==================== branch_redirect_ctrl
===== src/rtl/branch_redirect_ctrl.sv =====
// ---------------------------------------------------------------------------
// branch_redirect_ctrl
//   Tracks up to two in-flight branch predictions issued from ID. When EX
//   resolves the oldest one, it compares against the prediction. On a
//   mispredict, it drives a one-cycle redirect with both flushes, then one
//   cycle flushing only IF/ID.
//
// Ports
//   clk, rst_n          clock, asynchronous active-low reset
//   stall               freezes FIFO, FSM and counters
//   pred_*              prediction push {taken, pc, target}
//   resolve_*           resolution of the oldest in-flight prediction
//   redirect_valid/pc   fetch redirect (pulse, held while stalled)
//   flush_if_id/id_ex   pipeline register invalidates
//   tracker_full        FIFO holds two entries
//   branch_cnt          saturating count of resolutions
//   mispredict_cnt      saturating count of mispredicts
//   overflow_err        sticky: push dropped because the FIFO was full
//   underflow_err       sticky: resolve seen with the FIFO empty
//   dbg_state           current FSM state (0 IDLE, 1 REDIRECT, 2 FLUSH)
//
// Handshake: a push or pop happens in the cycle its valid is high, the FSM
// is IDLE and stall is low. There is no ready signal. A push is dropped when
// the FIFO is full, unless a pop happens in the same cycle. A pop is ignored
// when the FIFO is empty.
// ---------------------------------------------------------------------------
module branch_redirect_ctrl (
   input  logic        clk,
   input  logic        rst_n,
   input  logic        stall,
   input  logic        pred_valid,
   input  logic        pred_taken,
   input  logic [31:0] pred_pc,
   input  logic [31:0] pred_target,
   input  logic        resolve_valid,
   input  logic        resolve_taken,
   input  logic [31:0] resolve_target,
   output logic        redirect_valid,
   output logic [31:0] redirect_pc,
   output logic        flush_if_id,
   output logic        flush_id_ex,
   output logic        tracker_full,
   output logic [15:0] branch_cnt,
   output logic [15:0] mispredict_cnt,
   output logic        overflow_err,
   output logic        underflow_err,
   output logic [1:0]  dbg_state
);

   localparam logic [1:0] S_IDLE     = 2'd0;
   localparam logic [1:0] S_REDIRECT = 2'd1;
   localparam logic [1:0] S_FLUSH    = 2'd2;

   logic [1:0]       r_state;
   logic [1:0]       r_ent_taken;
   logic [1:0][31:0] r_ent_pc;
   logic [1:0][31:0] r_ent_tgt;
   logic             r_head;
   logic [1:0]       r_count;
   logic [31:0]      r_redirect_pc;
   logic [15:0]      r_branch_cnt;
   logic [15:0]      r_mis_cnt;
   logic             r_ovf;
   logic             r_unf;

   logic        w_idle;
   logic        w_push_req;
   logic        w_pop_req;
   logic        w_empty;
   logic        w_full;
   logic        w_pop;
   logic        w_push;
   logic        w_wr_idx;
   logic        w_head_taken;
   logic [31:0] w_head_pc;
   logic [31:0] w_head_tgt;
   logic        w_mispredict;
   logic [31:0] w_correct_pc;

   assign w_idle     = (r_state == S_IDLE);
   assign w_push_req = pred_valid & ~stall & w_idle;
   assign w_pop_req  = resolve_valid & ~stall & w_idle;
   assign w_empty    = (r_count == 2'd0);
   assign w_full     = (r_count == 2'd2);
   assign w_pop      = w_pop_req & ~w_empty;
   // When the FIFO is full, a push is accepted only if the head leaves
   // in the same cycle.
   assign w_push     = w_push_req & (~w_full | w_pop);
   // The tail slot is head+count mod 2. When the FIFO is full, this is the
   // head slot. The head is read before the edge overwrites it.
   assign w_wr_idx   = r_head ^ r_count[0];

   assign w_head_taken = r_ent_taken[r_head];
   assign w_head_pc    = r_ent_pc[r_head];
   assign w_head_tgt   = r_ent_tgt[r_head];

   assign w_mispredict = (w_head_taken != resolve_taken) |
                         (w_head_taken & resolve_taken & (w_head_tgt != resolve_target));
   assign w_correct_pc = resolve_taken ? resolve_target : (w_head_pc + 32'd4);

   always_ff @(posedge clk or negedge rst_n) begin
      if (!rst_n) begin
         r_state       <= S_IDLE;
         r_ent_taken   <= '0;
         r_ent_pc      <= '0;
         r_ent_tgt     <= '0;
         r_head        <= 1'b0;
         r_count       <= 2'd0;
         r_redirect_pc <= 32'h0;
         r_branch_cnt  <= 16'h0;
         r_mis_cnt     <= 16'h0;
         r_ovf         <= 1'b0;
         r_unf         <= 1'b0;
      end else if (!stall) begin
         case (r_state)
            S_IDLE: begin
               if (w_pop && r_branch_cnt != 16'hFFFF)
                  r_branch_cnt <= r_branch_cnt + 16'd1;
               if (w_pop && w_mispredict && r_mis_cnt != 16'hFFFF)
                  r_mis_cnt <= r_mis_cnt + 16'd1;
               if (w_pop_req && w_empty)
                  r_unf <= 1'b1;
               if (w_push_req && w_full && !w_pop)
                  r_ovf <= 1'b1;

               if (w_pop && w_mispredict) begin
                  // Everything younger is wrong-path. Drop the whole FIFO,
                  // including a push arriving on this edge.
                  r_state       <= S_REDIRECT;
                  r_count       <= 2'd0;
                  r_head        <= 1'b0;
                  r_redirect_pc <= w_correct_pc;
               end else begin
                  if (w_push) begin
                     r_ent_taken[w_wr_idx] <= pred_taken;
                     r_ent_pc[w_wr_idx]    <= pred_pc;
                     r_ent_tgt[w_wr_idx]   <= pred_target;
                  end
                  if (w_pop)
                     r_head <= ~r_head;
                  r_count <= r_count + {1'b0, w_push} - {1'b0, w_pop};
               end
            end
            S_REDIRECT: r_state <= S_FLUSH;
            S_FLUSH:    r_state <= S_IDLE;
            default:    r_state <= S_IDLE;
         endcase
      end
   end

   assign redirect_valid = (r_state == S_REDIRECT);
   assign flush_if_id    = (r_state == S_REDIRECT) | (r_state == S_FLUSH);
   assign flush_id_ex    = (r_state == S_REDIRECT);
   assign redirect_pc    = r_redirect_pc;
   assign tracker_full   = w_full;
   assign branch_cnt     = r_branch_cnt;
   assign mispredict_cnt = r_mis_cnt;
   assign overflow_err   = r_ovf;
   assign underflow_err  = r_unf;
   assign dbg_state      = r_state;

endmodule


===== config.mk =====
export PLATFORM = sky130hd
export DESIGN_NAME = branch_redirect_ctrl
export DESIGN_NICKNAME = d
export VERILOG_FILES = /design/src/rtl/branch_redirect_ctrl.sv
export SDC_FILE = /design/constraint.sdc
export NUM_CORES = 1
export LEC_CHECK = 0
export CORE_UTILIZATION = 40
export CTS_CLUSTER_DIAMETER = 150
export DETAILED_ROUTE_END_ITERATION = 10
export PLACE_DENSITY_LB_ADDON = 0.25
export SLEW_MARGIN = 20
export SYNTH_ARGS = -nofsm -noshare
export SYNTH_HDL_FRONTEND = slang
export SYNTH_SLANG_ARGS = --single-unit
export TNS_END_PERCENT = 10

===== constraint.sdc =====
create_clock -name clk -period 3.4 [get_ports clk]
set_input_delay 0.51 -clock clk [delete_from_list [all_inputs] [get_ports clk]]
set_output_delay 0.51 -clock clk [all_outputs]
set_load 0.01 [all_outputs]

Fig. 1: branch_redirect_ctrl, cell area per tile
The die is cut into 16 by 16 equal tiles; white is low, dark blue is high, 0 to 100% covered.
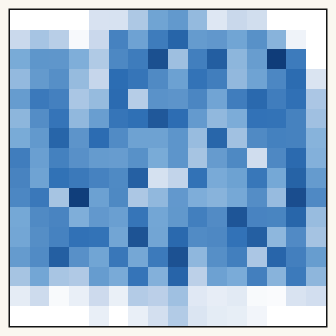
mean over tiles: 49%
fullest tile: 95%
nearly empty tiles: 6.6%
tiles over 75% full: 11%
Core Util, Final: 53.4%
floorplan core density: 41.1%
core area: 24500 sq um

==> results.tsv <==
metric	value	unit
status	finished clean	
placed instance area	12300	sq um
Commonest Layout Cell	dfrtp_1	
RSZ-0062 raised after global routing	no	
critical path endpoint category	register	
Worst slew margin	44.8	%
die area	25800	sq um
die width	161	microns
Simple-Gate Area Share	9.11	%
Lkg Pwr	5.53	nW
Net Sw Frac	31.4	%
top cells by area	dfrtp_1 50%, mux2_2 20%, xnor2_1 5.5%	
die height	161	microns
Max rail drop VDD	0.000439	V
count of final setup violators	0	
CP Depth	9	
Mapped Nets	939	
Log Warnings	28	
XOR-XNOR Cells, Area Fraction	7.73	%
via count	7011	
Clock transition at path regs	0.06	ns
dpl cells	1313	
final net count	1125	
Crit path buffers/inverters	2	
Combinational Power Share	37.7	%
CTS Buf Count	23	
Slowest-stage cell, CP	dfrtp_4	
Setup crit end	r_ent_tgt[37]$_DFFE_PN0P_	
Post-CTS Hold Fix Bufs	0	
post-route ant nets	0	
CP Max Fanout	34	
Power Density	825	nW/um^2
ys cells	828	
Top logic family	multiplexers	
ys async rst share	100	%
Crit. Startpoint	r_head$_DFFE_PN0P_	
yosys warns	0	
final routed DRC violation total	0	
first-pass GRT wire length	40200	microns
ao+oa area frac	4.60	%
Largest delay share family, worst path	simple AND/OR/NAND/NOR gates	
max cap viols	0	
crit-path most repeated cell	buf_4	
Final Max Tran Viols	0	
vias in the first global route	7187	
distinct lib cells	58	
post-synth tally of flip-flops with integrated enable	0	
Post-Synthesis Cell Area	10100	sq um
Clock Skew	0.0213	ns
Reg2Reg Depth	9	
Fig. 2: branch_redirect_ctrl, placement by cell class
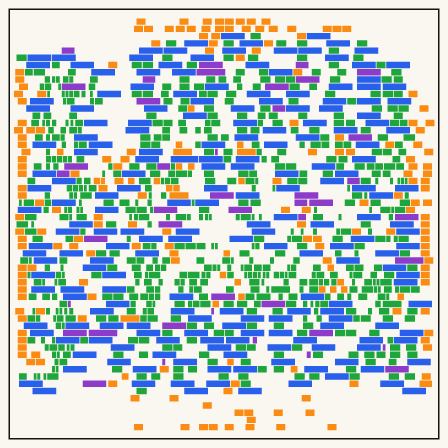
legend:
  other buffers and delay cells:
    color: orange
    cells: 204
    share_of_their_area: 16%
  combinational and other logic:
    color: green
    cells: 584
    share_of_their_area: 38%
  clock drivers and dummy loads:
    color: purple
    cells: 42
    share_of_their_area: 6.4%
  flops:
    color: blue
    cells: 201
    share_of_their_area: 40%
# rows: 57
Seq area share: 38.4%
design area: 13100 sq um

-- layer usage --
metal | vias to the layer above | part of all wire [%] | track usage [%]
li1 | 3327 | - | -
met1 | 3470 | 44 | 25.6
met2 | 186 | 47 | 32.9
met3 | 26 | 7.3 | 5.42
met4 | 2 | 1.7 | 4.33
met5 | - | 0.044 | 0
-- cell type report --
class | instances | area, sq um | share of cell area, %
Antenna cell | 2 | 5.00 | 0.0382
Sequential cell | 201 | 5030 | 38.4
Clock buffer | 36 | 704 | 5.38
Timing Repair Buffer | 204 | 2020 | 15.4
Multi-Input combinational cell | 575 | 4800 | 36.6
Inverter | 9 | 33.8 | 0.258
Clock inverter | 6 | 109 | 0.831
Tap cell | 324 | 405 | 3.09
-- synth_stat cells (7+ instances only) --
library cell,count
dfrtp_1,201
mux2_2,177
xnor2_1,63
nand2_1,62
mux2i_1,53
o21ai_0,31
nand3_1,26
xor2_1,26
buf_2,21
nor2_1,18
nand4_1,15
a21oi_1,13
clkbuf_1,13
inv_1,9
nor4_1,9
ha_1,8
and3_1,7
-- what timing repair did --
item | 4_1_cts | 5_1_grt
hold endpoints to repair | 0 | 0
setup endpoints to repair | 40 | 134
resized | 1 | 1

==================== mem_wb_stage
<file path="src/rtl/mem_wb_stage.sv">
// Writeback stage: retires ALU results, runs one outstanding data-memory load, extends load data.
// Optional misaligned-load trap is enabled by defining MISALIGN_TRAP_EN.
module mem_wb_stage #(
    parameter int unsigned TIMEOUT_CYCLES = 16
) (
    input  logic        clk,
    input  logic        rst_n,
    input  logic        ex_valid,
    input  logic [4:0]  ex_write_reg,
    input  logic        ex_reg_write,
    input  logic        ex_mem_read,
    input  logic [2:0]  ex_funct3,
    input  logic [31:0] ex_alu_result,
    output logic        stall,
    output logic        dmem_req,
    output logic [31:0] dmem_addr,
    input  logic        dmem_rvalid,
    input  logic [31:0] dmem_rdata,
    output logic [4:0]  do_write_reg,
    output logic        do_reg_write,
    output logic [31:0] write_data,
    output logic        fwd_valid,
    output logic [4:0]  fwd_reg,
    output logic [31:0] fwd_data,
    output logic        bus_err,
    output logic        misalign
);

    typedef enum logic {IDLE, LOAD_WAIT} state_e;

    localparam logic [7:0] LAST_CNT = 8'(TIMEOUT_CYCLES - 1);

    state_e      state_q;
    logic [7:0]  cnt_q;
    logic [4:0]  ld_reg_q;
    logic        ld_we_q;
    logic [2:0]  ld_funct3_q;
    logic [1:0]  ld_off_q;
    logic [31:0] dmem_addr_q;
    logic [4:0]  do_write_reg_q;
    logic        do_reg_write_q;
    logic [31:0] write_data_q;
    logic        bus_err_q;
    logic        misalign_q;

    logic [31:0] load_data_d;
    logic [7:0]  ld_byte;
    logic [15:0] ld_half;
    logic        trap_hit;

`ifdef MISALIGN_TRAP_EN
    assign trap_hit = ex_mem_read &&
                      (((ex_funct3 == 3'b010) && (ex_alu_result[1:0] != 2'b00)) ||
                       ((ex_funct3[1:0] == 2'b01) && ex_alu_result[0]));
`else
    assign trap_hit = 1'b0;
`endif

    // Halfword select ignores off[0] and word select ignores off entirely, so
    // misaligned offsets degrade to the aligned container.
    always_comb begin
        // NOTE: every always_comb output gets a default first so no latch is inferred.
        load_data_d = dmem_rdata;
        ld_byte     = dmem_rdata[{ld_off_q, 3'b000} +: 8];
        ld_half     = dmem_rdata[{ld_off_q[1], 4'b0000} +: 16];
        case (ld_funct3_q)
            3'b000:  load_data_d = {{24{ld_byte[7]}}, ld_byte};
            3'b100:  load_data_d = {24'd0, ld_byte};
            3'b001:  load_data_d = {{16{ld_half[15]}}, ld_half};
            3'b101:  load_data_d = {16'd0, ld_half};
            default: load_data_d = dmem_rdata;
        endcase
    end

    // NOTE: all state here is small control/data registers, so every one is reset; non-blocking only.
    always_ff @(posedge clk or negedge rst_n) begin
        if (!rst_n) begin
            state_q        <= IDLE;
            cnt_q          <= 8'd0;
            ld_reg_q       <= 5'd0;
            ld_we_q        <= 1'b0;
            ld_funct3_q    <= 3'd0;
            ld_off_q       <= 2'd0;
            dmem_addr_q    <= 32'd0;
            do_write_reg_q <= 5'd0;
            do_reg_write_q <= 1'b0;
            write_data_q   <= 32'd0;
            bus_err_q      <= 1'b0;
            misalign_q     <= 1'b0;
        end else begin
            do_reg_write_q <= 1'b0;
            bus_err_q      <= 1'b0;
            misalign_q     <= 1'b0;
            case (state_q)
                IDLE: begin
                    if (ex_valid) begin
                        if (trap_hit) begin
                            misalign_q <= 1'b1;
                        end else if (ex_mem_read) begin
                            ld_reg_q    <= ex_write_reg;
                            ld_we_q     <= ex_reg_write;
                            ld_funct3_q <= ex_funct3;
                            ld_off_q    <= ex_alu_result[1:0];
                            dmem_addr_q <= {ex_alu_result[31:2], 2'b00};
                            cnt_q       <= 8'd0;
                            state_q     <= LOAD_WAIT;
                        end else begin
                            do_write_reg_q <= ex_write_reg;
                            write_data_q   <= ex_alu_result;
                            do_reg_write_q <= ex_reg_write && (ex_write_reg != 5'd0);
                        end
                    end
                end
                LOAD_WAIT: begin
                    cnt_q <= cnt_q + 8'd1;
                    // A response on the timeout edge still completes the load.
                    if (dmem_rvalid) begin
                        do_write_reg_q <= ld_reg_q;
                        write_data_q   <= load_data_d;
                        do_reg_write_q <= ld_we_q && (ld_reg_q != 5'd0);
                        state_q        <= IDLE;
                    end else if (cnt_q == LAST_CNT) begin
                        bus_err_q <= 1'b1;
                        state_q   <= IDLE;
                    end
                end
                default: state_q <= IDLE;
            endcase
        end
    end

    assign stall        = (state_q == LOAD_WAIT);
    assign dmem_req     = (state_q == LOAD_WAIT);
    assign dmem_addr    = dmem_addr_q;
    assign do_write_reg = do_write_reg_q;
    assign do_reg_write = do_reg_write_q;
    assign write_data   = write_data_q;
    assign fwd_valid    = do_reg_write_q;
    assign fwd_reg      = do_write_reg_q;
    assign fwd_data     = write_data_q;
    assign bus_err      = bus_err_q;
    assign misalign     = misalign_q;

endmodule

</file>
<file path="config.mk">
export PLATFORM = sky130hd
export DESIGN_NAME = mem_wb_stage
export DESIGN_NICKNAME = d
export VERILOG_FILES = /design/src/rtl/mem_wb_stage.sv
export SDC_FILE = /design/constraint.sdc
export NUM_CORES = 1
export LEC_CHECK = 0
export ABC_AREA = 1
export CAP_MARGIN = 20
export CELL_PAD_IN_SITES_DETAIL_PLACEMENT = 1
export CELL_PAD_IN_SITES_GLOBAL_PLACEMENT = 1
export CORE_UTILIZATION = 34
export CTS_BUF_LIST = sky130_fd_sc_hd__clkbuf_8
export CTS_CLUSTER_DIAMETER = 60
export CTS_CLUSTER_SIZE = 40
export DETAILED_ROUTE_END_ITERATION = 10
export HOLD_SLACK_MARGIN = 0.15
export PLACE_DENSITY = 0.95
export SYNTH_ARGS = -nofsm -noshare
export SYNTH_HDL_FRONTEND = slang
export SYNTH_SLANG_ARGS = --single-unit
export TNS_END_PERCENT = 30
</file>
<file path="constraint.sdc">
create_clock -name clk -period 2.91 [get_ports clk]
set_input_delay 0.7275 -clock clk [delete_from_list [all_inputs] [get_ports clk]]
set_output_delay 0.7275 -clock clk [all_outputs]
set_load 0.1 [all_outputs]
</file>
Fig. 3: mem_wb_stage, placed standard cells
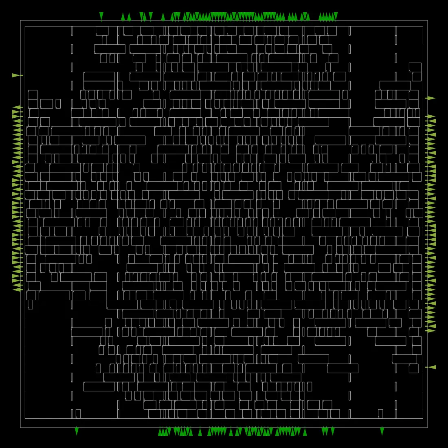
Seq area share: 34.3%
core area: 13900 sq um
# rows: 43
Core Util, Final: 46.8%

Fig. 4: mem_wb_stage, signal wires on met3
Scale bar: 20 microns.
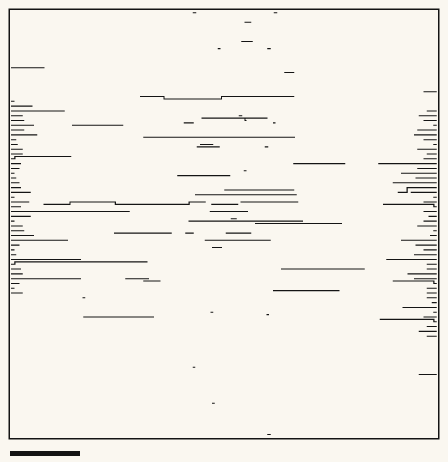
share of all routed wire: 6.3%
nets with wire on the layer: 117
DRT Wirelength: 16200 microns
M3 GR Usage: 5.83%

==> results.tsv <==
metric	value	unit
Post-CTS Setup Bufs	0	
initial antenna violation count	0	
Max rail drop VDD	0.000845	V
CP Data Required Time	3.23	ns
Post-CTS Hold Fix Bufs	0	
Seq power	1.76	mW
GR Util met1	28.3	%
yosys warns	0	
post-synthesis sequential area ratio	45.9	%
GRT overflow	0	
Combinational Power Share	61.5	%
die width	121	microns
Slowest-stage cell, CP	clkdlybuf4s50_1	
clock network power	0.936	mW
largest net degree at the start of global routing	90	
status	finished clean	
Clock transition at path regs	0.09	ns
type of the worst setup path	in -> reg	
TritonRoute pass-1 iters	4	
crit-path most repeated cell	nand2_1	
Non-Filler Instances	973	
[worst max-delay path by stage]
stage                       startpoint                  endpoint  slack [ns]  depth (start not counted)
floorplan           dmem_req$_DFF_PN0_                     stall        0.84                          1
global placement        dmem_rdata[15]  fwd_data[17]$_DFFE_PN0P_        0.58                          7
detailed placement      dmem_rdata[15]  fwd_data[25]$_DFFE_PN0P_        0.58                          7
CTS                 dmem_req$_DFF_PN0_                  dmem_req        0.94                          1
global route            dmem_rdata[15]  fwd_data[25]$_DFFE_PN0P_        0.80                          7
finish                  dmem_rdata[15]  fwd_data[25]$_DFFE_PN0P_        0.93                          7
[area by class of cell]
| cell class | instances | area [sq um] | area share [%] |
|---|---|---|---|
| clock buffer | 13 | 179 | 2.75 |
| multi-input combinational | 427 | 1910 | 29.4 |
| timing repair buffer | 196 | 1670 | 25.8 |
| sequential | 89 | 2230 | 34.3 |
| tap | 180 | 225 | 3.46 |
| inverter | 66 | 248 | 3.81 |
| clock inverter | 2 | 35.0 | 0.539 |
[routing by layer]
metal,up-vias,share of wire (%)
li1,2287,-
met1,2314,41
met2,158,50
met3,30,6.3
met4,0,2.9
met5,-,0


==> layout pictures side by side <==
Register map, names as in the netlist.
panel A
Scale bar: 50 microns.
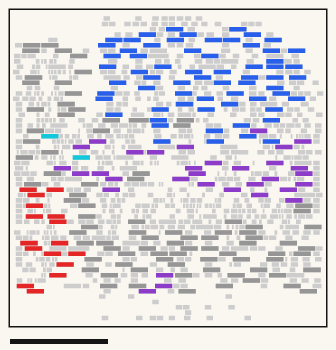
panel B
Scale bar: 20 microns.
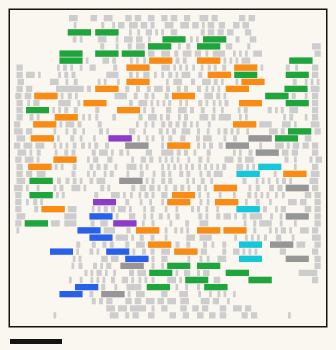
Of these, largest die: panel A
Of these, most cells: panel A
Panel B is mem_wb_stage.
Panel A is branch_redirect_ctrl.

Key to panel A:
legend:
  r_count:
    color: cyan
    sequential_cells: 2
  redirect_pc:
    color: purple
    sequential_cells: 32
    where: a band across the middle
  r_ent_tgt:
    color: blue
    sequential_cells: 64
  branch_cnt:
    color: red
    sequential_cells: 16
    where: south-west

Power figures rest on the tool's default switching activity, not on a simulated workload.
